=== block 1 ===
block_1/class_map.png
The bar under the picture is 20 um long.
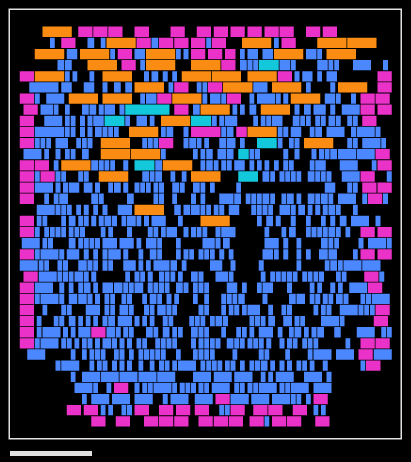
block_1/ff_map.png
Other sequential cells in the stronger grey, the rest of the logic in the fainter grey.
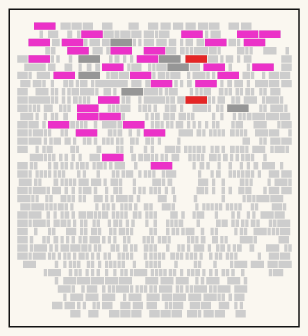
$ cat config.mk
export PLATFORM = sky130hd
export DESIGN_NAME = sub_multiword_serial_flat
export DESIGN_NICKNAME = d
export VERILOG_FILES = /design/src/rtl/sub_multiword_serial_if.sv /design/src/rtl/sub_multiword_serial.sv /design/src/flat_wrapper.sv
export SDC_FILE = /design/constraint.sdc
export NUM_CORES = 1
export LEC_CHECK = 0
export ABC_AREA = 1
export CORE_ASPECT_RATIO = 1.1
export CORE_MARGIN = 2
export CORE_UTILIZATION = 52
export DETAILED_ROUTE_END_ITERATION = 12
export PLACE_DENSITY = 0.82
export SLEW_MARGIN = 30
export SYNTH_ARGS = -nofsm -noshare
export SYNTH_HDL_FRONTEND = slang
export SYNTH_SLANG_ARGS = --single-unit
$ cat constraint.sdc
create_clock -name clk -period 3.6 [get_ports clk]
set_input_delay 0.72 -clock clk [delete_from_list [all_inputs] [get_ports clk]]
set_output_delay 0.72 -clock clk [all_outputs]
set_load 0.05 [all_outputs]
$ cat src/rtl/sub_multiword_serial_if.sv
// Streaming word interface for the multi-word serial subtractor.
// The slave side is the subtractor; the master side feeds operands and consumes results.
interface sub_multiword_serial_if;
  logic        in_valid;
  logic        in_ready;
  logic [31:0] in_a;
  logic [31:0] in_b;
  logic        out_valid;
  logic        out_ready;
  logic [31:0] out_diff;
  logic        out_borrow;
  logic        out_first;
  logic        out_last;
  logic        out_zero;

  modport master (
    output in_valid, in_a, in_b, out_ready,
    input  in_ready, out_valid, out_diff, out_borrow, out_first, out_last, out_zero
  );

  modport slave (
    input  in_valid, in_a, in_b, out_ready,
    output in_ready, out_valid, out_diff, out_borrow, out_first, out_last, out_zero
  );
endinterface

$ cat src/rtl/sub_multiword_serial.sv
// Serial WORDS*32-bit unsigned subtractor, least significant word first, with a
// registered inter-word borrow chain and a whole-operand equality flag.
module sub_multiword_serial #(
  parameter int unsigned WORDS = 4
) (
  input logic                  clk,
  input logic                  rst,
  sub_multiword_serial_if.slave bus
);
  localparam int unsigned IDXW = (WORDS > 1) ? $clog2(WORDS) : 1;
  localparam logic [IDXW-1:0] LAST_IDX = IDXW'(WORDS - 1);

  typedef enum logic {IDLE, ACTIVE} state_t;

  state_t          state;
  logic [IDXW-1:0] idx;
  logic            borrow_reg;
  logic            zero_acc;

  logic        accept;
  logic        borrow_in;
  logic        is_last;
  logic        zero_next;
  logic [32:0] wide;

  assign bus.in_ready = !bus.out_valid || bus.out_ready;
  assign accept       = bus.in_valid && bus.in_ready;

  // IDLE is exactly idx==0, so word 0 never sees a stale borrow or zero history.
  always_comb begin
    borrow_in = (state == ACTIVE) ? borrow_reg : 1'b0;
    wide      = {1'b0, bus.in_a} - {1'b0, bus.in_b} - {32'd0, borrow_in};
    is_last   = (idx == LAST_IDX);
    zero_next = ((state == IDLE) ? 1'b1 : zero_acc) & (wide[31:0] == '0);
  end

  always_ff @(posedge clk) begin
    if (rst) begin
      bus.out_valid  <= 1'b0;
      bus.out_diff   <= '0;
      bus.out_borrow <= 1'b0;
      bus.out_first  <= 1'b0;
      bus.out_last   <= 1'b0;
      bus.out_zero   <= 1'b0;
      idx            <= '0;
      borrow_reg     <= 1'b0;
      zero_acc       <= 1'b1;
      state          <= IDLE;
    end else if (accept) begin
      bus.out_valid  <= 1'b1;
      bus.out_diff   <= wide[31:0];
      bus.out_borrow <= wide[32];
      bus.out_first  <= (state == IDLE);
      bus.out_last   <= is_last;
      bus.out_zero   <= is_last & zero_next;
      borrow_reg     <= wide[32];
      zero_acc       <= zero_next;
      if (is_last) begin
        idx   <= '0;
        state <= IDLE;
      end else begin
        idx   <= idx + IDXW'(1);
        state <= ACTIVE;
      end
    end else if (bus.out_ready) begin
      bus.out_valid <= 1'b0;
    end
  end
endmodule

$ cat src/flat_wrapper.sv
// flat-port wrapper written by rule: the top's interface ports become plain ports
module sub_multiword_serial_flat 
#(
  parameter int unsigned WORDS = 4
)
  (clk, rst, bus_in_valid, bus_in_a, bus_in_b, bus_out_ready, bus_in_ready, bus_out_valid, bus_out_diff, bus_out_borrow, bus_out_first, bus_out_last, bus_out_zero);
  sub_multiword_serial_if bus_i ();
  input logic clk;
  input logic rst;
  input wire logic [$bits(bus_i.in_valid)-1:0] bus_in_valid;
  input wire logic [$bits(bus_i.in_a)-1:0] bus_in_a;
  input wire logic [$bits(bus_i.in_b)-1:0] bus_in_b;
  input wire logic [$bits(bus_i.out_ready)-1:0] bus_out_ready;
  output wire logic [$bits(bus_i.in_ready)-1:0] bus_in_ready;
  output wire logic [$bits(bus_i.out_valid)-1:0] bus_out_valid;
  output wire logic [$bits(bus_i.out_diff)-1:0] bus_out_diff;
  output wire logic [$bits(bus_i.out_borrow)-1:0] bus_out_borrow;
  output wire logic [$bits(bus_i.out_first)-1:0] bus_out_first;
  output wire logic [$bits(bus_i.out_last)-1:0] bus_out_last;
  output wire logic [$bits(bus_i.out_zero)-1:0] bus_out_zero;
  assign bus_i.in_valid = bus_in_valid;
  assign bus_i.in_a = bus_in_a;
  assign bus_i.in_b = bus_in_b;
  assign bus_i.out_ready = bus_out_ready;
  assign bus_in_ready = bus_i.in_ready;
  assign bus_out_valid = bus_i.out_valid;
  assign bus_out_diff = bus_i.out_diff;
  assign bus_out_borrow = bus_i.out_borrow;
  assign bus_out_first = bus_i.out_first;
  assign bus_out_last = bus_i.out_last;
  assign bus_out_zero = bus_i.out_zero;
  sub_multiword_serial #(.WORDS(WORDS)) u_core (.clk(clk), .rst(rst), .bus(bus_i));
endmodule
==> results.sh <==
# source this file to load flow results
export IMPL_fin_cells=1053
export IMPL_critPathKind="in -> reg"
export IMPL_fp_util_pct=53.6
export IMPL_combPwrFrac_pct=56.3
export IMPL_vias=5112
export IMPL_status="finished clean"
export IMPL_cts_sinks=41
export IMPL_crit_path_end="u_core.bus.out_zero"
export IMPL_numCtsBuffers=5
export IMPL_synth_top_cell_by_area="nand2_1"
export IMPL_yosysTopAreaCellShare_pct=19.5
export IMPL_p_per_area_nw_per_um2=348
export IMPL_fin_ws_ps=336
export IMPL_yosys_cells=835
export IMPL_p_clk_uw=393
export IMPL_total_leakage_power_nw=3.56
export IMPL_drv_slew=0
export IMPL_slowest_stage="fa_1"
export IMPL_firstDrtPassIters=5
export IMPL_cts_root_buf="clkbuf_8"
export IMPL_drc_errors=0
export IMPL_cp_depth=22
export IMPL_met2_usage_pct=44.4
export IMPL_clkPwrFrac_pct=18.5
export IMPL_comb_power_mw=1.19
export IMPL_endpoint_kind="flop"
export IMPL_htree_num_levels=2
export IMPL_area_leaders="nand2_1 (20%), inv_1 (18%), dfxtp_1 (17%), ha_1 (16%), nor2_1 (6.3%)"
About block_1/class_map.png:
Key: remaining logic cells = blue [cells 782, share of their area 66%]; registers = orange [cells 41, share of their area 14%]; clock drivers and dummy loads = cyan [cells 8, share of their area 2.0%]; remaining buffers and delay cells = magenta [cells 108, share of their area 18%]
Seq area share: 13.5%
post-route cell area: 6090 um2
core box area: 8920 um2
Site Rows: 36
Util after Layout: 68.3%

About block_1/ff_map.png:
Key: `u_core.bus.out_diff` = magenta [flops 32]; `u_core.idx` = red [flops 2]
Another 7 sequential cells are not coloured.
Seq. pwr: 534 uW
FF/Latch Area: 821 um2

==> cells in the final DEF, fill, tap and decap left out, types with 5 or more instances in the layout <==
cell,n
nand2_1,249
inv_1,227
inv_2,8
o211ai_1,16
nand3_1,23
nand3_2,6
o21ai_0,23
clkbuf_8,6
clkdlybuf4s50_1,105
nand2_2,8
xor2_1,5
nor2_1,80
nand3b_1,8
a21oi_1,27
dfxtp_1,41
nand4_1,6
ha_1,63
==> cell type report <==
class | count | area (um2) | share of cell area [%]
Multi-Input combinational cell | 546 | 3030 | 49.8
Inverter | 236 | 886 | 14.5
Clock inverter | 2 | 37.5 | 0.617
Clock buffer | 6 | 82.6 | 1.36
Sequential cell | 41 | 821 | 13.5
Tap cell | 114 | 143 | 2.34
Timing Repair Buffer | 108 | 1090 | 17.8
==> cells by family (layout without fill, tap and decap cells) <==
group | Yosys count | in the layout | share of synthesized area (%)
simple gates | 395 | 395 | 34.8
flops | 41 | 41 | 17.2
buf+inv | 248 | 352 | 19.5
compound gates | 77 | 77 | 9.60
fa+ha+maj | 65 | 65 | 17.3
xor+xnor | 9 | 9 | 1.65

=== block 2 ===
## src/rtl/axi_wr_beat_gen_pkg.sv

```systemverilog
// Shared types for the AXI write front-end: burst encodings, B response codes, write FSM states.
// Latency: n/a (types and constants only).
// Backpressure: n/a.
package axi_pkg;

    typedef enum logic [1:0] {
        FIXED = 2'b00,
        INCR  = 2'b01,
        WRAP  = 2'b10,
        RSVD  = 2'b11
    } burst_t;

    localparam logic [1:0] RESP_OKAY   = 2'b00;
    localparam logic [1:0] RESP_SLVERR = 2'b10;

    typedef enum logic [1:0] {
        IDLE = 2'b00,
        DATA = 2'b01,
        RESP = 2'b10
    } wr_state_t;

endpackage

```

## src/rtl/axi_wr_beat_gen_if.sv

```systemverilog
// Bundle of the AW/W slave channels, per-beat cache write request and B response.
// Latency: n/a (wiring only).
// Backpressure: valid/ready on every channel; slave = beat generator side, master = upstream/downstream side.
interface axi_wr_beat_gen_if #(
    parameter int ADDR_WIDTH = 32,
    parameter int DATA_WIDTH = 64,
    parameter int ID_WIDTH   = 4
);
    logic [ADDR_WIDTH-1:0]   in_awaddr;
    logic [ID_WIDTH-1:0]     in_awid;
    logic [1:0]              in_awburst;
    logic [2:0]              in_awsize;
    logic [7:0]              in_awlen;
    logic                    in_awvalid;
    logic                    in_awready;
    logic [DATA_WIDTH-1:0]   in_wdata;
    logic [DATA_WIDTH/8-1:0] in_wstrb;
    logic                    in_wlast;
    logic                    in_wvalid;
    logic                    in_wready;
    logic [ADDR_WIDTH-1:0]   req_addr;
    logic [DATA_WIDTH-1:0]   req_data;
    logic [DATA_WIDTH/8-1:0] req_strb;
    logic                    req_last;
    logic                    req_valid;
    logic                    req_ready;
    logic [ID_WIDTH-1:0]     bid;
    logic [1:0]              bresp;
    logic                    bvalid;
    logic                    bready;

    modport slave (
        input  in_awaddr, in_awid, in_awburst, in_awsize, in_awlen, in_awvalid,
        input  in_wdata, in_wstrb, in_wlast, in_wvalid,
        input  req_ready, bready,
        output in_awready, in_wready,
        output req_addr, req_data, req_strb, req_last, req_valid,
        output bid, bresp, bvalid
    );

    modport master (
        output in_awaddr, in_awid, in_awburst, in_awsize, in_awlen, in_awvalid,
        output in_wdata, in_wstrb, in_wlast, in_wvalid,
        output req_ready, bready,
        input  in_awready, in_wready,
        input  req_addr, req_data, req_strb, req_last, req_valid,
        input  bid, bresp, bvalid
    );
endinterface

```

## src/rtl/axi_addr_next.sv

```systemverilog
// Next-beat byte address for AXI FIXED/INCR/WRAP bursts. Ports: addr_i, size_i, len_i, burst_i -> next_addr_o.
// Latency: purely combinational.
// Backpressure: none.
module axi_addr_next
    import axi_pkg::*;
#(
    parameter int ADDR_WIDTH = 32
) (
    input  logic [ADDR_WIDTH-1:0] addr_i,
    input  logic [2:0]            size_i,
    input  logic [7:0]            len_i,
    input  burst_t                burst_i,
    output logic [ADDR_WIDTH-1:0] next_addr_o
);
    logic [ADDR_WIDTH-1:0] bytes;
    logic [ADDR_WIDTH-1:0] aligned;
    logic [ADDR_WIDTH-1:0] incr;
    logic [ADDR_WIDTH-1:0] wrap_mask;

    always_comb begin
        bytes     = ADDR_WIDTH'(1) << size_i;
        // Only the first beat may be unaligned; every later beat steps from the aligned address.
        aligned   = addr_i & ~(bytes - ADDR_WIDTH'(1));
        incr      = aligned + bytes;
        wrap_mask = ((ADDR_WIDTH'(len_i) + ADDR_WIDTH'(1)) << size_i) - ADDR_WIDTH'(1);
        case (burst_i)
            INCR:    next_addr_o = incr;
            WRAP:    next_addr_o = (aligned & ~wrap_mask) | (incr & wrap_mask);
            default: next_addr_o = addr_i;
        endcase
    end
endmodule

```

## src/rtl/axi_wr_beat_gen.sv

```systemverilog
// AXI write burst to per-beat cache write requests, with B response. Ports: clk, rst, bus (slave modport).
// Latency: zero added latency W -> req (combinational pass-through); B valid the cycle after the last beat.
// Backpressure: W ready follows req_ready; AW stalls outside IDLE; B held until bready; errored bursts drain W.
module axi_wr_beat_gen
    import axi_pkg::*;
#(
    parameter int ADDR_WIDTH = 32,
    parameter int DATA_WIDTH = 64,
    parameter int ID_WIDTH   = 4
) (
    input  logic              clk,
    input  logic              rst,
    axi_wr_beat_gen_if.slave  bus
);
    localparam int SIZE_MAX = $clog2(DATA_WIDTH / 8);

    wr_state_t             state_q;
    logic [7:0]            beat_cnt_q;
    logic [7:0]            len_q;
    logic [2:0]            size_q;
    burst_t                burst_q;
    logic [ID_WIDTH-1:0]   id_q;
    logic [ADDR_WIDTH-1:0] cur_addr_q;
    logic [ADDR_WIDTH-1:0] cur_addr_d;
    logic                  err_q;
    logic                  awready_q;
    logic                  bvalid_q;
    logic [ID_WIDTH-1:0]   bid_q;
    logic [1:0]            bresp_q;

    logic   in_data;
    logic   w_hs;
    logic   cnt_done;
    logic   early_last;
    logic   cap_err;
    burst_t aw_burst;

    axi_addr_next #(.ADDR_WIDTH(ADDR_WIDTH)) u_addr_next (
        .addr_i      (cur_addr_q),
        .size_i      (size_q),
        .len_i       (len_q),
        .burst_i     (burst_q),
        .next_addr_o (cur_addr_d)
    );

    assign aw_burst   = burst_t'(bus.in_awburst);
    assign in_data    = (state_q == DATA);
    assign cnt_done   = (beat_cnt_q == len_q);
    assign early_last = bus.in_wlast & ~cnt_done;
    assign w_hs       = bus.in_wvalid & bus.in_wready;

    // Bursts we cannot address correctly are flagged at capture and their beats are swallowed.
    assign cap_err = (aw_burst == RSVD)
                   | (bus.in_awsize > 3'(SIZE_MAX))
                   | ((aw_burst == WRAP) & !(bus.in_awlen inside {8'd1, 8'd3, 8'd7, 8'd15}));

    // In an errored burst W is drained regardless of the cache so the master is never stuck.
    assign bus.in_wready = in_data & (err_q | bus.req_ready);
    assign bus.req_valid = in_data & ~err_q & bus.in_wvalid;
    assign bus.req_addr  = cur_addr_q;
    assign bus.req_data  = bus.in_wdata;
    assign bus.req_strb  = bus.in_wstrb;
    assign bus.req_last  = in_data & (cnt_done | bus.in_wlast);

    assign bus.in_awready = awready_q;
    assign bus.bvalid     = bvalid_q;
    assign bus.bid        = bid_q;
    assign bus.bresp      = bresp_q;

    always_ff @(posedge clk or posedge rst) begin
        if (rst) begin
            state_q    <= IDLE;
            beat_cnt_q <= '0;
            len_q      <= '0;
            size_q     <= '0;
            burst_q    <= FIXED;
            id_q       <= '0;
            cur_addr_q <= '0;
            err_q      <= 1'b0;
            awready_q  <= 1'b1;
            bvalid_q   <= 1'b0;
            bid_q      <= '0;
            bresp_q    <= RESP_OKAY;
        end else begin
            case (state_q)
                IDLE: begin
                    if (bus.in_awvalid) begin
                        id_q       <= bus.in_awid;
                        cur_addr_q <= bus.in_awaddr;
                        len_q      <= bus.in_awlen;
                        size_q     <= bus.in_awsize;
                        burst_q    <= aw_burst;
                        beat_cnt_q <= '0;
                        err_q      <= cap_err;
                        awready_q  <= 1'b0;
                        state_q    <= DATA;
                    end
                end
                DATA: begin
                    if (w_hs) begin
                        beat_cnt_q <= beat_cnt_q + 8'd1;
                        cur_addr_q <= cur_addr_d;
                        if (early_last) begin
                            err_q <= 1'b1;
                        end
                        // An early wlast ends the burst; any extra beats belong to nobody here.
                        if (cnt_done | bus.in_wlast) begin
                            state_q  <= RESP;
                            bvalid_q <= 1'b1;
                            bid_q    <= id_q;
                            bresp_q  <= (err_q | early_last) ? RESP_SLVERR : RESP_OKAY;
                        end
                    end
                end
                RESP: begin
                    if (bus.bready) begin
                        bvalid_q  <= 1'b0;
                        err_q     <= 1'b0;
                        awready_q <= 1'b1;
                        state_q   <= IDLE;
                    end
                end
                default: begin
                    state_q   <= IDLE;
                    awready_q <= 1'b1;
                end
            endcase
        end
    end
endmodule

```

## src/flat_wrapper.sv

```systemverilog
// flat-port wrapper written by rule: the top's interface ports become plain ports
module axi_wr_beat_gen_flat import axi_pkg::*;
#(
    parameter int ADDR_WIDTH = 32,
    parameter int DATA_WIDTH = 64,
    parameter int ID_WIDTH   = 4
)
  (clk, rst, bus_in_awaddr, bus_in_awid, bus_in_awburst, bus_in_awsize, bus_in_awlen, bus_in_awvalid, bus_in_wdata, bus_in_wstrb, bus_in_wlast, bus_in_wvalid, bus_req_ready, bus_bready, bus_in_awready, bus_in_wready, bus_req_addr, bus_req_data, bus_req_strb, bus_req_last, bus_req_valid, bus_bid, bus_bresp, bus_bvalid);
  axi_wr_beat_gen_if #(.ADDR_WIDTH(ADDR_WIDTH), .DATA_WIDTH(DATA_WIDTH), .ID_WIDTH(ID_WIDTH)) bus_i ();
  input  logic clk;
  input  logic rst;
  input wire logic [$bits(bus_i.in_awaddr)-1:0] bus_in_awaddr;
  input wire logic [$bits(bus_i.in_awid)-1:0] bus_in_awid;
  input wire logic [$bits(bus_i.in_awburst)-1:0] bus_in_awburst;
  input wire logic [$bits(bus_i.in_awsize)-1:0] bus_in_awsize;
  input wire logic [$bits(bus_i.in_awlen)-1:0] bus_in_awlen;
  input wire logic [$bits(bus_i.in_awvalid)-1:0] bus_in_awvalid;
  input wire logic [$bits(bus_i.in_wdata)-1:0] bus_in_wdata;
  input wire logic [$bits(bus_i.in_wstrb)-1:0] bus_in_wstrb;
  input wire logic [$bits(bus_i.in_wlast)-1:0] bus_in_wlast;
  input wire logic [$bits(bus_i.in_wvalid)-1:0] bus_in_wvalid;
  input wire logic [$bits(bus_i.req_ready)-1:0] bus_req_ready;
  input wire logic [$bits(bus_i.bready)-1:0] bus_bready;
  output wire logic [$bits(bus_i.in_awready)-1:0] bus_in_awready;
  output wire logic [$bits(bus_i.in_wready)-1:0] bus_in_wready;
  output wire logic [$bits(bus_i.req_addr)-1:0] bus_req_addr;
  output wire logic [$bits(bus_i.req_data)-1:0] bus_req_data;
  output wire logic [$bits(bus_i.req_strb)-1:0] bus_req_strb;
  output wire logic [$bits(bus_i.req_last)-1:0] bus_req_last;
  output wire logic [$bits(bus_i.req_valid)-1:0] bus_req_valid;
  output wire logic [$bits(bus_i.bid)-1:0] bus_bid;
  output wire logic [$bits(bus_i.bresp)-1:0] bus_bresp;
  output wire logic [$bits(bus_i.bvalid)-1:0] bus_bvalid;
  assign bus_i.in_awaddr = bus_in_awaddr;
  assign bus_i.in_awid = bus_in_awid;
  assign bus_i.in_awburst = bus_in_awburst;
  assign bus_i.in_awsize = bus_in_awsize;
  assign bus_i.in_awlen = bus_in_awlen;
  assign bus_i.in_awvalid = bus_in_awvalid;
  assign bus_i.in_wdata = bus_in_wdata;
  assign bus_i.in_wstrb = bus_in_wstrb;
  assign bus_i.in_wlast = bus_in_wlast;
  assign bus_i.in_wvalid = bus_in_wvalid;
  assign bus_i.req_ready = bus_req_ready;
  assign bus_i.bready = bus_bready;
  assign bus_in_awready = bus_i.in_awready;
  assign bus_in_wready = bus_i.in_wready;
  assign bus_req_addr = bus_i.req_addr;
  assign bus_req_data = bus_i.req_data;
  assign bus_req_strb = bus_i.req_strb;
  assign bus_req_last = bus_i.req_last;
  assign bus_req_valid = bus_i.req_valid;
  assign bus_bid = bus_i.bid;
  assign bus_bresp = bus_i.bresp;
  assign bus_bvalid = bus_i.bvalid;
  axi_wr_beat_gen #(.ADDR_WIDTH(ADDR_WIDTH), .DATA_WIDTH(DATA_WIDTH), .ID_WIDTH(ID_WIDTH)) u_core (.clk(clk), .rst(rst), .bus(bus_i));
endmodule
```

## config.mk

```make
export PLATFORM = sky130hd
export DESIGN_NAME = axi_wr_beat_gen_flat
export DESIGN_NICKNAME = d
export VERILOG_FILES = /design/src/rtl/axi_wr_beat_gen_pkg.sv /design/src/rtl/axi_wr_beat_gen_if.sv /design/src/rtl/axi_addr_next.sv /design/src/rtl/axi_wr_beat_gen.sv /design/src/flat_wrapper.sv
export SDC_FILE = /design/constraint.sdc
export NUM_CORES = 1
export LEC_CHECK = 0
export CORE_MARGIN = 1.5
export CORE_UTILIZATION = 30
export DETAILED_ROUTE_END_ITERATION = 7
export PLACE_DENSITY = 0.53
export RECOVER_POWER = 50
export SYNTH_ARGS = -nofsm -noshare
export SYNTH_HDL_FRONTEND = slang
export SYNTH_HIERARCHICAL = 1
export SYNTH_SLANG_ARGS = --single-unit
```

## constraint.sdc

```tcl
create_clock -name clk -period 3.9 [get_ports clk]
set_input_delay 0.78 -clock clk [delete_from_list [all_inputs] [get_ports clk]]
set_output_delay 0.78 -clock clk [all_outputs]
set_load 0.01 [all_outputs]
```

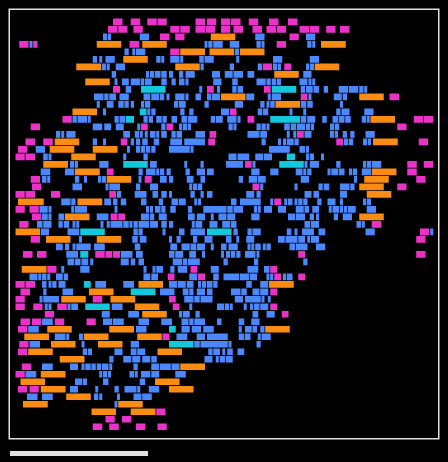
block_2/class_map.png
The bar under the picture is 50 um long.
Key: clock drivers and dummy loads = cyan [cells 16, share of their area 3.9%]; remaining logic cells = blue [cells 667, share of their area 58%]; registers = orange [cells 67, share of their area 22%]; remaining buffers and delay cells = magenta [cells 135, share of their area 16%]

==> results.sh <==
# source this file to load flow results
export IMPL_drt_iter0_drc=487
export IMPL_wl_met1_mm=10.5
export IMPL_numCtsBuffers=9
export IMPL_lay_top_cells="clkdlybuf4s50_1 (96), nand2_1 (87), o21ai_0 (70)"
export IMPL_violations="max-capacitance violations, max-slew violations"
export IMPL_start_kind="flop"
export IMPL_grt_max_degree=68
export IMPL_met3_usage_pct=4.29
export IMPL_yosysWarnings=6
export IMPL_area_leaders="dfrtp_1 (24%), buf_4 (8.6%), mux2i_1 (5.9%), o21ai_0 (5.0%), nand2_1 (4.7%)"
export IMPL_fin_cells=1170
export IMPL_edf_count=0
export IMPL_fp_util_pct=30.6
export IMPL_clockBufferDepth=2
export IMPL_hold_path_depth=1
export IMPL_wl_per_cell_um=18.7
export IMPL_clock_fmax_mhz=283
export IMPL_p_sw_share_pct=51.8
export IMPL_ys_chip_area_um2=6950
export IMPL_drv_slew=68
export IMPL_grt_pass1_vias=6122
export IMPL_grt_met1_usage_pct=26.1
export IMPL_synth_cells=858
export IMPL_status="finished with violations"
export IMPL_timing_max_cap_violations=1
export IMPL_ff2ff_path_depth=11
export IMPL_grt_pass1_wl_mm=34.7
export IMPL_grt_total_usage_pct=18.5
export IMPL_ys_sh_mux_pct=9.79
export IMPL_insertion_delay_ps=360
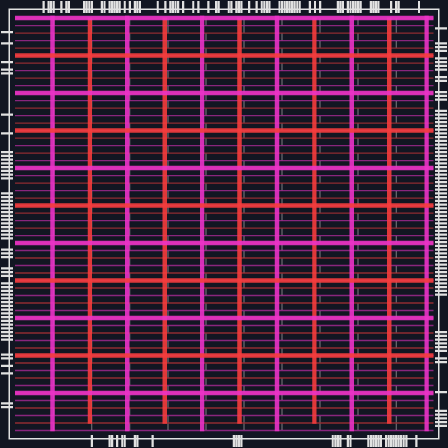
block_2/floorplan.png
Pins as bars on the die edge. Tap cells in grey.
Key: VSS = magenta; VDD = red
11 straps on met4. 285 tap cells. The core has 55 rows.
Die Width: 155 um
Die Y: 155 um
core box area: 22700 um2
IR drop worst, VDD: 0.000369 V

[critical path: stages (launching register included)]
cell and delay [ps]:
dfrtp_1 650, nand3_1 240, a21oi_1 330, nor2_1 120
a211o_1 340, nor4b_4 470, nand3_4 200, o31ai_4 390
a31oi_1 140, nor3_1 280, mux2i_1 110, o21ai_0 150
[worst paths after layout]
path                                  from                       to  slack [ps]
min in group asynchronous              rst  u_core/bus.req_addr[20]        1490
min reg2reg                 u_core/id_q[0]        u_core/bus.bid[0]         500
min                         u_core/id_q[0]        u_core/bus.bid[0]         500
max                        u_core/len_q[2]  u_core/bus.req_addr[26]         370
max reg2reg                u_core/len_q[2]  u_core/bus.req_addr[26]         370
max in group asynchronous              rst      u_core/bus.bresp[1]        1340
[final cells by class]
type,instances,area (um2)
fill,2369,14600
clock buffer,9,225
multi-input combinational,642,4370
timing repair buffer,135,1250
tap,285,357
inverter,25,93.8
sequential,67,1680
clock inverter,7,78.8

=== block 3 ===
block_3/floorplan.png
Pins as bars on the die edge. Tap cells in grey.
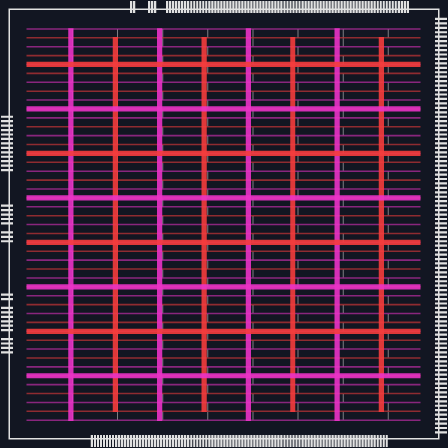
block_3/class_map.png
The bar under the picture is 50 um long.
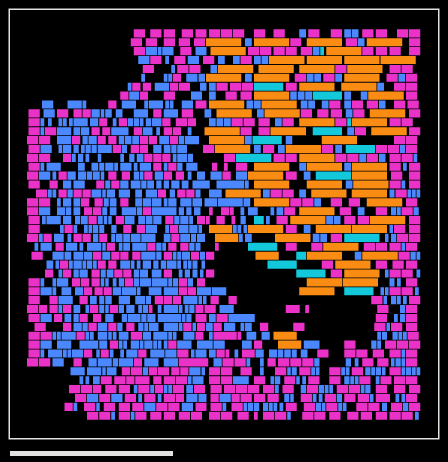
--- src/rtl/dmem_pkg.sv ---
// Shared data-memory definitions: access type encoding and default capacity.
package dmem_pkg;

  typedef enum logic [1:0] {
    RwByte = 2'b00,
    RwHalf = 2'b01,
    RwWord = 2'b10
  } rw_type_e;

  localparam int unsigned DEFAULT_MEM_SIZE = 512;

  // Access size in bytes; the reserved encoding is treated as a word.
  function automatic logic [2:0] rw_size(logic [1:0] rw_type);
    case (rw_type)
      RwByte:  return 3'd1;
      RwHalf:  return 3'd2;
      default: return 3'd4;
    endcase
  endfunction

endpackage

--- src/rtl/rr_arb2.sv ---
// Two-way round-robin arbiter: one-hot grant, pointer advances past the granted port.
module rr_arb2 #(
  parameter bit PtrInit = 1'b0
) (
  input  logic       clk_i,
  input  logic       rst_i,
  input  logic [1:0] req_i,
  output logic [1:0] gnt_o
);

  // ptr_q names the port that wins when both request
  logic ptr_q, ptr_d;

  // Grant selection and pointer advance; every grant is an accept.
  always_comb begin
    gnt_o = 2'b00;
    if (!rst_i) begin
      case (req_i)
        2'b01:   gnt_o = 2'b01;
        2'b10:   gnt_o = 2'b10;
        2'b11:   gnt_o = ptr_q ? 2'b10 : 2'b01;
        default: gnt_o = 2'b00;
      endcase
    end
    ptr_d = ptr_q;
    if (gnt_o[0]) begin
      ptr_d = 1'b1;
    end else if (gnt_o[1]) begin
      ptr_d = 1'b0;
    end
  end

  // Priority pointer register.
  always_ff @(posedge clk_i) begin
    if (rst_i) begin
      ptr_q <= PtrInit;
    end else begin
      ptr_q <= ptr_d;
    end
  end

endmodule

--- src/rtl/dmem_arbiter.sv ---
// Arbitrates two requesters onto one combinational-read data memory with
// a one-deep response slot per requester.
module dmem_arbiter
  import dmem_pkg::*;
#(
  parameter int unsigned MEM_SIZE = DEFAULT_MEM_SIZE,
  parameter int unsigned RR_INIT  = 0
) (
  input  logic        clk,
  input  logic        rst,
  input  logic        req_valid_0,
  output logic        req_ready_0,
  input  logic        req_we_0,
  input  logic [1:0]  req_type_0,
  input  logic [31:0] req_addr_0,
  input  logic [31:0] req_wdata_0,
  input  logic        req_sign_ext_0,
  output logic        rsp_valid_0,
  input  logic        rsp_ready_0,
  output logic [31:0] rsp_rdata_0,
  output logic        rsp_err_0,
  input  logic        req_valid_1,
  output logic        req_ready_1,
  input  logic        req_we_1,
  input  logic [1:0]  req_type_1,
  input  logic [31:0] req_addr_1,
  input  logic [31:0] req_wdata_1,
  input  logic        req_sign_ext_1,
  output logic        rsp_valid_1,
  input  logic        rsp_ready_1,
  output logic [31:0] rsp_rdata_1,
  output logic        rsp_err_1,
  output logic        mem_write_en,
  output logic [1:0]  mem_type_control,
  output logic [31:0] mem_addr,
  output logic [31:0] mem_din,
  output logic        mem_sign_ext,
  input  logic [31:0] mem_dout
);

  logic [1:0]  rsp_valid_q, rsp_err_q;
  logic [31:0] rsp_rdata_q [2];
  logic [1:0]  rsp_ready, eligible, arb_req, gnt;
  logic        accept;

  logic        sel_we, sel_sign_ext, acc_err;
  logic [1:0]  sel_type;
  logic [31:0] sel_addr, sel_wdata;
  logic [32:0] last_byte;

  assign rsp_ready = {rsp_ready_1, rsp_ready_0};
  // A port may issue only if its slot is free or being drained this cycle
  assign eligible  = ~rsp_valid_q | rsp_ready;
  assign arb_req   = {req_valid_1, req_valid_0} & eligible;

  rr_arb2 #(
    .PtrInit (RR_INIT != 0)
  ) u_rr_arb2 (
    .clk_i (clk),
    .rst_i (rst),
    .req_i (arb_req),
    .gnt_o (gnt)
  );

  assign req_ready_0 = gnt[0];
  assign req_ready_1 = gnt[1];
  assign accept      = |gnt;

  // Mux the granted request and classify it.
  always_comb begin
    sel_we       = gnt[1] ? req_we_1       : req_we_0;
    sel_type     = gnt[1] ? req_type_1     : req_type_0;
    sel_addr     = gnt[1] ? req_addr_1     : req_addr_0;
    sel_wdata    = gnt[1] ? req_wdata_1    : req_wdata_0;
    sel_sign_ext = gnt[1] ? req_sign_ext_1 : req_sign_ext_0;
    // 33-bit sum so an address near 2^32 cannot wrap into range
    last_byte    = {1'b0, sel_addr} + 33'(rw_size(sel_type)) - 33'd1;
    acc_err      = (sel_type == 2'b11) ||
                   ((sel_type == RwHalf) && sel_addr[0]) ||
                   ((sel_type == RwWord) && (sel_addr[1:0] != 2'b00)) ||
                   (last_byte >= 33'(MEM_SIZE));
  end

  // Memory-side drive: granted request on accept, quiet defaults otherwise.
  always_comb begin
    mem_write_en     = 1'b0;
    mem_type_control = RwWord;
    mem_addr         = '0;
    mem_din          = '0;
    mem_sign_ext     = 1'b0;
    if (accept) begin
      mem_write_en     = sel_we & ~acc_err;
      mem_type_control = sel_type;
      mem_addr         = sel_addr;
      mem_din          = sel_wdata;
      mem_sign_ext     = sel_sign_ext;
    end
  end

  // Response slots: fill on accept, hold until drained, refill wins over drain.
  always_ff @(posedge clk) begin
    for (int p = 0; p < 2; p++) begin
      if (rst) begin
        rsp_valid_q[p] <= 1'b0;
        rsp_err_q[p]   <= 1'b0;
        rsp_rdata_q[p] <= '0;
      end else if (gnt[p]) begin
        rsp_valid_q[p] <= 1'b1;
        rsp_err_q[p]   <= acc_err;
        rsp_rdata_q[p] <= (acc_err || sel_we) ? 32'd0 : mem_dout;
      end else if (rsp_ready[p]) begin
        rsp_valid_q[p] <= 1'b0;
        rsp_err_q[p]   <= 1'b0;
        rsp_rdata_q[p] <= '0;
      end
    end
  end

  assign rsp_valid_0 = rsp_valid_q[0];
  assign rsp_valid_1 = rsp_valid_q[1];
  assign rsp_err_0   = rsp_err_q[0];
  assign rsp_err_1   = rsp_err_q[1];
  assign rsp_rdata_0 = rsp_rdata_q[0];
  assign rsp_rdata_1 = rsp_rdata_q[1];

endmodule
--- config.mk ---
export PLATFORM = sky130hd
export DESIGN_NAME = dmem_arbiter
export DESIGN_NICKNAME = d
export VERILOG_FILES = /design/src/rtl/dmem_pkg.sv /design/src/rtl/rr_arb2.sv /design/src/rtl/dmem_arbiter.sv
export SDC_FILE = /design/constraint.sdc
export NUM_CORES = 1
export LEC_CHECK = 0
export CAP_MARGIN = 20
export CORE_MARGIN = 5
export CORE_UTILIZATION = 41
export DETAILED_ROUTE_END_ITERATION = 6
export HOLD_SLACK_MARGIN = 0.03
export PLACE_DENSITY = 0.94
export RECOVER_POWER = 100
export SETUP_SLACK_MARGIN = 0.1
export SLEW_MARGIN = 20
export SYNTH_ARGS = -nofsm -noshare
export SYNTH_HDL_FRONTEND = slang
export SYNTH_SLANG_ARGS = --single-unit
--- constraint.sdc ---
create_clock -name clk -period 8.05 [get_ports clk]
set_input_delay 1.61 -clock clk [delete_from_list [all_inputs] [get_ports clk]]
set_output_delay 1.61 -clock clk [all_outputs]
set_load 0.02 [all_outputs]
==> results.sh <==
# source this file to load flow results
export IMPL_status="finished with violations"
export IMPL_drv_slew=125
export IMPL_yosysWarnings=0
export IMPL_yosysTopAreaCellShare_pct=32.1
export IMPL_ys_sh_simple_pct=25.4
export IMPL_finalCritPeriodShare_pct=97.1
export IMPL_post_place_ws_ps=-407
export IMPL_grt_overflow_total=0
export IMPL_p_per_area_nw_per_um2=150
export IMPL_timing_max_cap_violations=3
export IMPL_slowest_stage="or4b_1"
export IMPL_grt_met1_usage_pct=28.3
export IMPL_cts_resized=11
export IMPL_postSynthSeqShare_pct=33.7
export IMPL_violations="max-capacitance violations, max-slew violations"
export IMPL_met2_usage_pct=53.7
export IMPL_holdBufCountCts=0
export IMPL_met3_usage_pct=5.24
export IMPL_hold_path_depth=2
About block_3/floorplan.png:
Key: VDD = red; VSS = magenta
45 met1 rails follow the rows. The core has 44 rows. 8 straps on met4. 312 signal pins sit on the boundary. 8 straps on met5.

About block_3/class_map.png:
Key: remaining buffers and delay cells = magenta [cells 477, share of their area 41%]; remaining logic cells = blue [cells 605, share of their area 36%]; registers = orange [cells 69, share of their area 19%]; clock drivers and dummy loads = cyan [cells 16, share of their area 3.2%]
core box area: 14400 um2
Util after Layout: 74.7%
Site Rows: 44

metal layers:
| metal | part of all wire [%] | vias to the layer above | wire length, um |
|---|---|---|---|
| met1 | 33 | 3399 | 8560 |
| met3 | 8.4 | 102 | 2140 |
| li1 | - | 3424 | - |
| met2 | 53 | 413 | 13500 |
| met5 | 0.027 | - | 7 |
| met4 | 5.2 | 2 | 1340 |
stage by stage:
| step | hold slack (ps) | utilization [%] |
|---|---|---|
| floorplan | 478 | - |
| global placement | 431 | 71.8 |
| detailed placement | 455 | 71.8 |
| CTS | 477 | 74.3 |
| global route | 522 | 74.7 |
| finish | 468 | 74.7 |
registers in the layout, indices dropped and copies added (netlist names):
register         count
u_rr_arb2.ptr_q      1
rsp_err_q            2
rsp_rdata_q         64
rsp_valid_q          2
worst max-delay path, delay by kind of cell:
kind	cells	cell delay, ps
AND/OR/NAND/NOR	6	1740
buffers and inverters	8	1400
multiplexers	1	120
AND-OR/OR-AND	5	790
adder cells (fa/ha/maj)	3	530
where the power goes:
part	leakage (nW)	switching [mW]	internal, mW
logic	4.20	0.374	0.374
registers	0.772	0.00712	0.409
clock network	0.164	0.146	0.303

=== block 4 ===
block_4/clock_wires.png
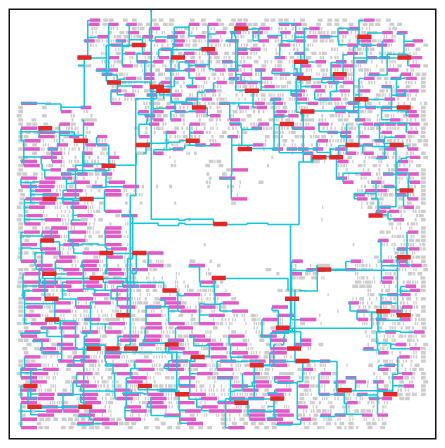
block_4/congestion_map.png
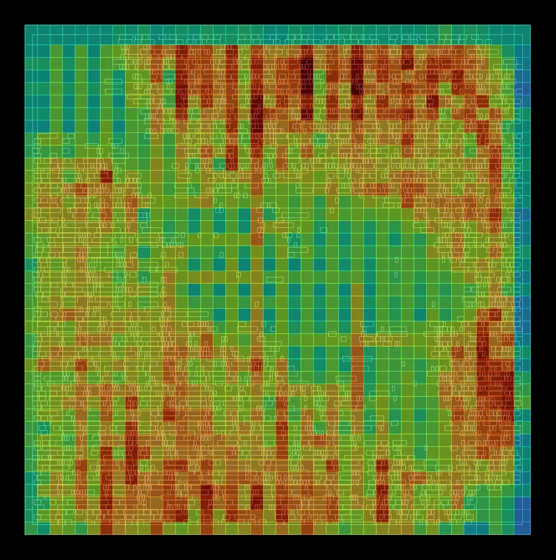
--- src/rtl/cache_pkg.sv ---
// Shared cache constants and the line-fill state encoding.
// Derived geometry is exposed as constant functions so parameterised modules can size their ports.
package cache_pkg;

  function automatic int words_per_block(input int block_size, input int data_width);
    return block_size / (data_width / 8);
  endfunction

  function automatic int offset_width(input int block_size, input int data_width);
    return $clog2(words_per_block(block_size, data_width));
  endfunction

  function automatic int tag_width(input int address_width, input int block_size,
                                   input int data_width);
    return address_width - offset_width(block_size, data_width);
  endfunction

  function automatic int line_width(input int block_size, input int data_width);
    return words_per_block(block_size, data_width) * data_width;
  endfunction

  typedef enum logic [1:0] {IDLE, WB, FILL, ALLOC} fill_state_e;

endpackage

--- src/rtl/line_buffer.sv ---
// Line storage for the fill engine: latched victim line (word-indexed read for writeback)
// and the line being assembled from memory (word-indexed write during fill).
module line_buffer #(
  parameter int DATA_WIDTH      = 32,
  parameter int WORDS_PER_BLOCK = 8,
  localparam int OFFSET_WIDTH   = $clog2(WORDS_PER_BLOCK),
  localparam int LINE_WIDTH     = WORDS_PER_BLOCK * DATA_WIDTH
) (
  input  logic                    clk,
  input  logic                    reset_n,
  input  logic                    load,
  input  logic [LINE_WIDTH-1:0]   victim_line,
  input  logic [OFFSET_WIDTH-1:0] rd_idx,
  output logic [DATA_WIDTH-1:0]   rd_data,
  input  logic                    wr_en,
  input  logic [OFFSET_WIDTH-1:0] wr_idx,
  input  logic [DATA_WIDTH-1:0]   wr_data,
  output logic [LINE_WIDTH-1:0]   fetched_line
);

  logic [WORDS_PER_BLOCK-1:0][DATA_WIDTH-1:0] victim_q;
  logic [WORDS_PER_BLOCK-1:0][DATA_WIDTH-1:0] fetched_q;

  // Victim data only matters after a load, so it carries no reset.
  always_ff @(posedge clk) begin
    if (load) victim_q <= victim_line;
  end

  always_ff @(posedge clk) begin
    if (!reset_n) begin
      fetched_q <= '0;
    end else if (wr_en) begin
      fetched_q[wr_idx] <= wr_data;
    end
  end

  assign rd_data      = victim_q[rd_idx];
  assign fetched_line = fetched_q;

endmodule

--- src/rtl/line_fill_engine.sv ---
// Miss handler: optional dirty-victim writeback, word-by-word line fill, then one-cycle allocate.
// Build option LINE_FILL_CRIT_WORD_FIRST_EN starts the fill at the missing word and wraps.
module line_fill_engine
  import cache_pkg::*;
#(
  parameter int NUM_WAYS      = 4,
  parameter int DATA_WIDTH    = 32,
  parameter int BLOCK_SIZE    = 32,
  parameter int ADDRESS_WIDTH = 32
) (
  input  logic                                                  clk,
  input  logic                                                  reset_n,
  input  logic                                                  miss_req,
  input  logic [ADDRESS_WIDTH-1:0]                              miss_addr,
  input  logic [$clog2(NUM_WAYS)-1:0]                           victim_way,
  input  logic                                                  victim_dirty,
  input  logic [tag_width(ADDRESS_WIDTH, BLOCK_SIZE, DATA_WIDTH)-1:0] victim_tag,
  input  logic [line_width(BLOCK_SIZE, DATA_WIDTH)-1:0]         victim_line,
  output logic                                                  busy,
  output logic                                                  done,
  output logic [NUM_WAYS-1:0]                                   allocate,
  output logic [ADDRESS_WIDTH-1:0]                              line_address,
  output logic [line_width(BLOCK_SIZE, DATA_WIDTH)-1:0]         fetched_line,
  output logic                                                  mem_req,
  output logic                                                  mem_we,
  output logic [ADDRESS_WIDTH-1:0]                              mem_addr,
  output logic [DATA_WIDTH-1:0]                                 mem_wdata,
  input  logic                                                  mem_ack,
  input  logic [DATA_WIDTH-1:0]                                 mem_rdata
);

  localparam int WORDS_PER_BLOCK = words_per_block(BLOCK_SIZE, DATA_WIDTH);
  localparam int OFFSET_WIDTH    = offset_width(BLOCK_SIZE, DATA_WIDTH);
  localparam int TAG_WIDTH       = tag_width(ADDRESS_WIDTH, BLOCK_SIZE, DATA_WIDTH);
  localparam int WAY_WIDTH       = $clog2(NUM_WAYS);
  localparam logic [OFFSET_WIDTH-1:0] LAST_WORD = OFFSET_WIDTH'(WORDS_PER_BLOCK - 1);

  fill_state_e             state, state_n;
  logic [OFFSET_WIDTH-1:0] cnt;
  logic [OFFSET_WIDTH-1:0] fill_idx;
  logic [TAG_WIDTH-1:0]    miss_tag;
  logic [TAG_WIDTH-1:0]    wb_tag;
  logic [WAY_WIDTH-1:0]    way;
  logic [DATA_WIDTH-1:0]   wb_word;
  logic                    accept;
  logic                    beat_done;

  assign accept    = (state == IDLE) && miss_req;
  assign beat_done = mem_req && mem_ack;

`ifdef LINE_FILL_CRIT_WORD_FIRST_EN
  logic [OFFSET_WIDTH-1:0] start_off;

  always_ff @(posedge clk) begin
    if (!reset_n) begin
      start_off <= '0;
    end else if (accept) begin
      start_off <= miss_addr[OFFSET_WIDTH-1:0];
    end
  end

  // Offset width equals the counter width, so the sum wraps modulo the line length.
  assign fill_idx = cnt + start_off;
`else
  logic unused_miss_offset;

  assign unused_miss_offset = ^miss_addr[OFFSET_WIDTH-1:0];
  assign fill_idx           = cnt;
`endif

  always_ff @(posedge clk) begin
    if (!reset_n) begin
      state    <= IDLE;
      cnt      <= '0;
      miss_tag <= '0;
      wb_tag   <= '0;
      way      <= '0;
    end else begin
      state <= state_n;
      if (accept) begin
        miss_tag <= miss_addr[ADDRESS_WIDTH-1:OFFSET_WIDTH];
        wb_tag   <= victim_tag;
        way      <= victim_way;
        cnt      <= '0;
      end else if (beat_done) begin
        cnt <= cnt + 1'b1;
      end
    end
  end

  always_comb begin
    state_n = state;
    case (state)
      IDLE:    if (miss_req) state_n = victim_dirty ? WB : FILL;
      WB:      if (beat_done && cnt == LAST_WORD) state_n = FILL;
      FILL:    if (beat_done && cnt == LAST_WORD) state_n = ALLOC;
      ALLOC:   state_n = IDLE;
      default: state_n = IDLE;
    endcase
  end

  always_comb begin
    busy      = (state != IDLE);
    done      = (state == ALLOC);
    allocate  = '0;
    mem_req   = 1'b0;
    mem_we    = 1'b0;
    mem_addr  = '0;
    mem_wdata = '0;
    case (state)
      WB: begin
        mem_req   = 1'b1;
        mem_we    = 1'b1;
        mem_addr  = {wb_tag, cnt};
        mem_wdata = wb_word;
      end
      FILL: begin
        mem_req  = 1'b1;
        mem_addr = {miss_tag, fill_idx};
      end
      ALLOC:   allocate[way] = 1'b1;
      default: ;
    endcase
  end

  assign line_address = {miss_tag, {OFFSET_WIDTH{1'b0}}};

  line_buffer #(
    .DATA_WIDTH      (DATA_WIDTH),
    .WORDS_PER_BLOCK (WORDS_PER_BLOCK)
  ) u_line_buffer (
    .clk          (clk),
    .reset_n      (reset_n),
    .load         (accept),
    .victim_line  (victim_line),
    .rd_idx       (cnt),
    .rd_data      (wb_word),
    .wr_en        ((state == FILL) && beat_done),
    .wr_idx       (fill_idx),
    .wr_data      (mem_rdata),
    .fetched_line (fetched_line)
  );

endmodule

--- config.mk ---
export PLATFORM = sky130hd
export DESIGN_NAME = line_fill_engine
export DESIGN_NICKNAME = d
export VERILOG_FILES = /design/src/rtl/cache_pkg.sv /design/src/rtl/line_buffer.sv /design/src/rtl/line_fill_engine.sv
export SDC_FILE = /design/constraint.sdc
export NUM_CORES = 1
export LEC_CHECK = 0
export ABC_AREA = 1
export CORE_AREA = 4 4 274 276
export DETAILED_ROUTE_END_ITERATION = 8
export DIE_AREA = 0 0 278 280
export GPL_TIMING_DRIVEN = 0
export SYNTH_ARGS = -nofsm -noshare
export SYNTH_HDL_FRONTEND = slang
export SYNTH_SLANG_ARGS = --single-unit
export TNS_END_PERCENT = 100
--- constraint.sdc ---
create_clock -name clk -period 12.1 [get_ports clk]
set_input_delay 1.21 -clock clk [delete_from_list [all_inputs] [get_ports clk]]
set_output_delay 1.21 -clock clk [all_outputs]
set_load 0.05 [all_outputs]
==> results.sh <==
# source this file to load flow results
export IMPL_tns_ps=0
export IMPL_grt_pass1_vias=19200
export IMPL_vias_per_cell=4.70
export IMPL_regArea_um2=14100
export IMPL_drive_gt1_share_pct=6.45
export IMPL_nFillCells=7165
export IMPL_cts_sinks=577
export IMPL_seq_cell_count=577
export IMPL_hold_slack_ps=443
export IMPL_clkCellAreaFrac_pct=6.56
export IMPL_firstDrtPassIters=5
export IMPL_comb_area_share_pct=21.5
export IMPL_wl_met1_mm=38.4
export IMPL_ys_flops=577
export IMPL_grt_pass1_wl_mm=132
export IMPL_design_area_um2=33000
export IMPL_slew_headroom_pct=36.8
export IMPL_post_synth_top_count_cell="nand2_1"
export IMPL_warnings=33
export IMPL_fp_util_pct=30.9
export IMPL_logic_family="simple AND/OR/NAND/NOR gates"
export IMPL_status="finished clean"
export IMPL_finalCritPeriodShare_pct=38.4
export IMPL_reg2reg_slack_ps=8730
About block_4/clock_wires.png:
Key: clock-net drivers = red [count 67]; clock wires = cyan [length 7870 um]; flip-flops = magenta [count 577]
There are 68 routed clock nets.

About block_4/congestion_map.png:
Total Routing Usage GR: 22.9%
GR peak layer: met2

cell usage in the layout, fill, tap and decap left out, types with 2 or more instances in the layout:
master             n
a211oi_1           2
a21oi_1          128
buf_1             10
buf_16             4
buf_2             56
buf_4             18
buf_6             13
clkbuf_1          74
clkbuf_16         70
clkbuf_2           3
clkbuf_4           2
clkbuf_8           9
clkdlybuf4s50_1  708
clkinv_1           3
clkinv_2          12
clkinv_4           2
clkinv_8           4
conb_1             3
dfxtp_1          321
diode_2           15
edfxtp_1         256
ha_1               7
inv_1             80
inv_2              5
inv_4              2
nand2_1          691
nand3_1            6
nand3_2            5
nand4_1            3
nor2_1           480
nor2_2             6
nor3_1            39
o21ai_0          234
o21ai_1           83
o21bai_1           2
registers in the layout, indices dropped and copies added, names as in the netlist:
register and count:
u_line_buffer.victim_q 256, way 2, wb_tag 29, miss_tag 29
cnt 3, u_line_buffer.fetched_line 256, state 2
critical path, stage by stage, from the launching register on:
cell	delay [ps]
dfxtp_1	310
buf_4	200
inv_2	240
buf_1	510
nand2_1	120
nand2_1	180
nand2_1	160
a21oi_1	200
clkdlybuf4s50_1	910

=== block 5 ===
block_5/ff_map.png
Other sequential cells in the stronger grey, the rest of the logic in the fainter grey.
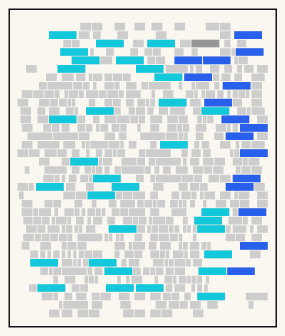
block_5/class_map.png
The bar under the picture is 20 um long.
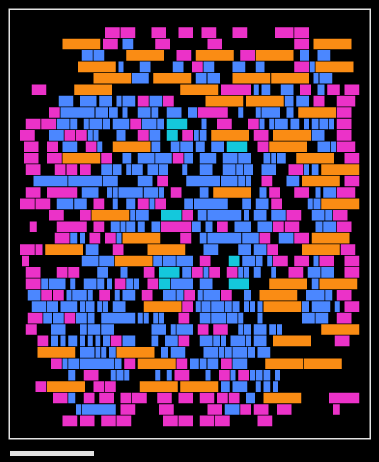
[config.mk]
export PLATFORM = sky130hd
export DESIGN_NAME = vector_lane_permuter
export DESIGN_NICKNAME = d
export VERILOG_FILES = /design/src/rtl/vector_lane_permuter.sv
export SDC_FILE = /design/constraint.sdc
export NUM_CORES = 1
export LEC_CHECK = 0
export ABC_CLOCK_PERIOD_IN_PS = 1770
export CAP_MARGIN = 5
export CORE_ASPECT_RATIO = 1.2
export CORE_MARGIN = 2
export CORE_UTILIZATION = 45
export CTS_CLUSTER_DIAMETER = 200
export DETAILED_ROUTE_END_ITERATION = 16
export PLACE_DENSITY = 0.73
export SLEW_MARGIN = 20
export SYNTH_ARGS = -nofsm -noshare
export SYNTH_HDL_FRONTEND = slang
export SYNTH_SLANG_ARGS = --single-unit
[constraint.sdc]
create_clock -name clk -period 1.77 [get_ports clk]
set_input_delay 0.354 -clock clk [delete_from_list [all_inputs] [get_ports clk]]
set_output_delay 0.354 -clock clk [all_outputs]
set_load 0.02 [all_outputs]
[src/rtl/vector_lane_permuter.sv]
// One-stage registered lane permuter with valid/ready handshake on both sides.
// Also counts accepted input words.
module vector_lane_permuter #(
  parameter int LANE_W = 8,
  parameter int LANES  = 4,
  parameter int CNT_W  = 16,
  localparam int DW    = LANES * LANE_W,
  localparam int RW    = $clog2(LANES)
) (
  input  logic             clk,
  input  logic             rst_n,
  input  logic             in_valid,
  output logic             in_ready,
  input  logic [DW-1:0]    in_data,
  input  logic [1:0]       mode,
  input  logic [RW-1:0]    rot,
  output logic             out_valid,
  input  logic             out_ready,
  output logic [DW-1:0]    out_data,
  output logic [CNT_W-1:0] xfer_cnt
);

  logic             out_valid_q, out_valid_d;
  logic [DW-1:0]    out_data_q, out_data_d;
  logic [CNT_W-1:0] cnt_q, cnt_d;
  logic             accept;

  // Rotation is a constant-indexed mux per lane, so non-power-of-two LANES wraps correctly.
  function automatic logic [DW-1:0] permute(input logic [DW-1:0] d,
                                            input logic [1:0]    m,
                                            input logic [RW-1:0] r);
    logic [DW-1:0] res;
    res = d;
    case (m)
      2'd1: begin
        for (int k = 0; k < LANES; k++)
          res[k*LANE_W +: LANE_W] = d[(LANES-1-k)*LANE_W +: LANE_W];
      end
      2'd2: begin
        for (int k = 0; k < LANES; k++)
          for (int s = 0; s < (1 << RW); s++)
            if (r == RW'(s))
              res[k*LANE_W +: LANE_W] = d[((k + LANES - (s % LANES)) % LANES)*LANE_W +: LANE_W];
      end
      2'd3: begin
        for (int b = 0; b < DW; b++)
          res[b] = d[DW-1-b];
      end
      default: res = d;
    endcase
    return res;
  endfunction

  assign in_ready = !out_valid_q || out_ready;
  assign accept   = in_valid && in_ready;

  always_comb begin
    out_valid_d = out_valid_q;
    out_data_d  = out_data_q;
    cnt_d       = cnt_q;
    if (accept) begin
      out_valid_d = 1'b1;
      out_data_d  = permute(in_data, mode, rot);
      cnt_d       = cnt_q + CNT_W'(1);
    end else if (out_valid_q && out_ready) begin
      out_valid_d = 1'b0;
    end
  end

  always_ff @(posedge clk or negedge rst_n) begin
    if (!rst_n) begin
      out_valid_q <= 1'b0;
      out_data_q  <= '0;
      cnt_q       <= '0;
    end else begin
      out_valid_q <= out_valid_d;
      out_data_q  <= out_data_d;
      cnt_q       <= cnt_d;
    end
  end

  assign out_valid = out_valid_q;
  assign out_data  = out_data_q;
  assign xfer_cnt  = cnt_q;

endmodule

==> results.sh <==
# source this file to load flow results
export IMPL_status="finished clean"
export IMPL_combPwrFrac_pct=42.6
export IMPL_rsz0062_at_grt="no"
export IMPL_drive_gt1_share_pct=21.8
export IMPL_clkPwrFrac_pct=18.3
export IMPL_nets=576
export IMPL_numCtsBuffers=5
export IMPL_logic_family="AND-OR/OR-AND gates"
export IMPL_r2r_start="xfer_cnt[3]"
export IMPL_critical_path_max_fanout=4
export IMPL_path_cells="clkdlybuf4s50_1"
export IMPL_edf_count=0
export IMPL_netSwitchingPower_mw=1.36
export IMPL_start_kind="flop"
export IMPL_p_clk_uw=687
export IMPL_antenna_found_initial=0
export IMPL_grt_met1_usage_pct=34.1
export IMPL_async_flop_share_pct=100
export IMPL_worst_pin_slew_ps=388
## Picture notes: block_5/ff_map.png
Key: `out_data` = cyan [flops 32]; `xfer_cnt` = blue [flops 16]

## Picture notes: block_5/class_map.png
Key: remaining logic cells = blue [cells 308, share of their area 43%]; remaining buffers and delay cells = magenta [cells 171, share of their area 31%]; registers = orange [cells 49, share of their area 24%]; clock drivers and dummy loads = cyan [cells 8, share of their area 1.8%]
post-route cell area: 5190 um2
Util after Layout: 67.4%
Seq area share: 23.6%
Site Rows: 35
core box area: 7710 um2

worst min-delay path by stage:
stage / from / endpoint / cells after the start
3_3_place_gp: rst_n / out_data[14] / 2
5_1_grt: rst_n / xfer_cnt[9] / 2
4_1_cts: rst_n / out_data[30] / 2
3_5_place_dp: rst_n / out_data[14] / 2
6_report: rst_n / out_data[30] / 2
2_1_floorplan: rst_n / out_data[0] / 0
routing by layer:
| layer | wire [um] | vias to the layer above |
|---|---|---|
| li1 | - | 1754 |
| met1 | 4660 | 1847 |
| met2 | 5550 | 193 |
| met3 | 747 | 26 |
| met4 | 337 | 0 |
| met5 | 0 | - |
cell usage in the layout, fill, tap and decap left out, types with 11 or more instances in the layout:
cell	instances
clkdlybuf4s50_1	80
buf_4	76
nand2_1	59
dfrtp_1	49
mux2i_1	21
o21ai_1	20
o221ai_1	19
nor3_1	18
nor2_1	18
o22ai_1	11
final cells by class:
| cell class | instances | area, um2 |
|---|---|---|
| clock buffer | 5 | 68.8 |
| clock inverter | 3 | 22.5 |
| fill | 640 | 2510 |
| inverter | 10 | 37.5 |
| multi-input combinational | 298 | 2150 |
| sequential | 49 | 1230 |
| tap | 92 | 115 |
| timing repair buffer | 171 | 1570 |


==> gallery <==
Clock network drawn from the DEF.
picture 1
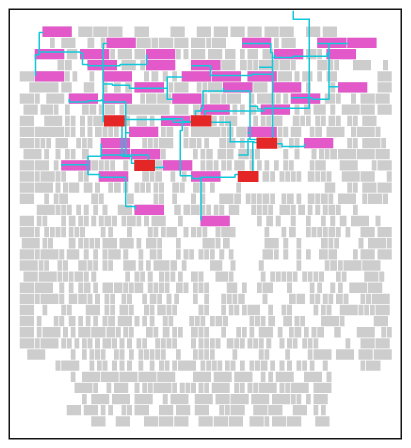
picture 2
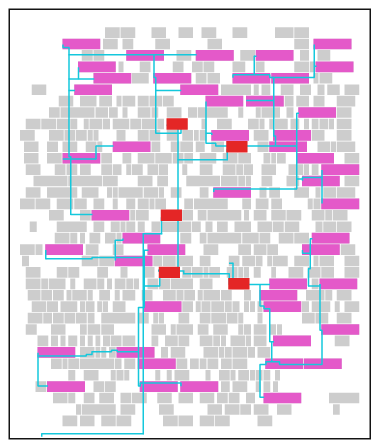
picture 3
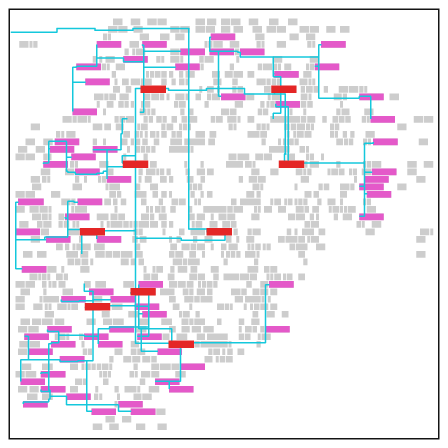
picture 4
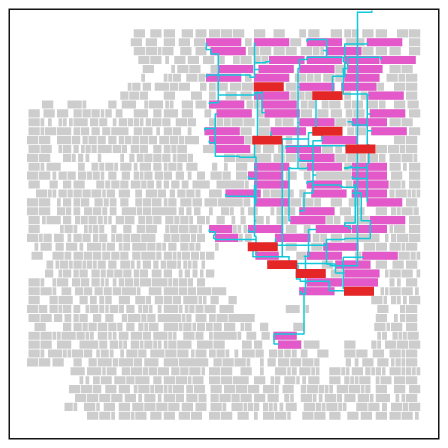
Picture 3 is block 2.
Picture 4 is block 3.
Picture 2 is block 5.
Picture 1 is block 1.

Key to picture 1:
Key: clock wires = cyan [length 530 um]; clock-net drivers = red [count 5]; flip-flops = magenta [count 41]
There are 6 routed clock nets.

Power figures rest on the tool's default switching activity, not on a simulated workload.
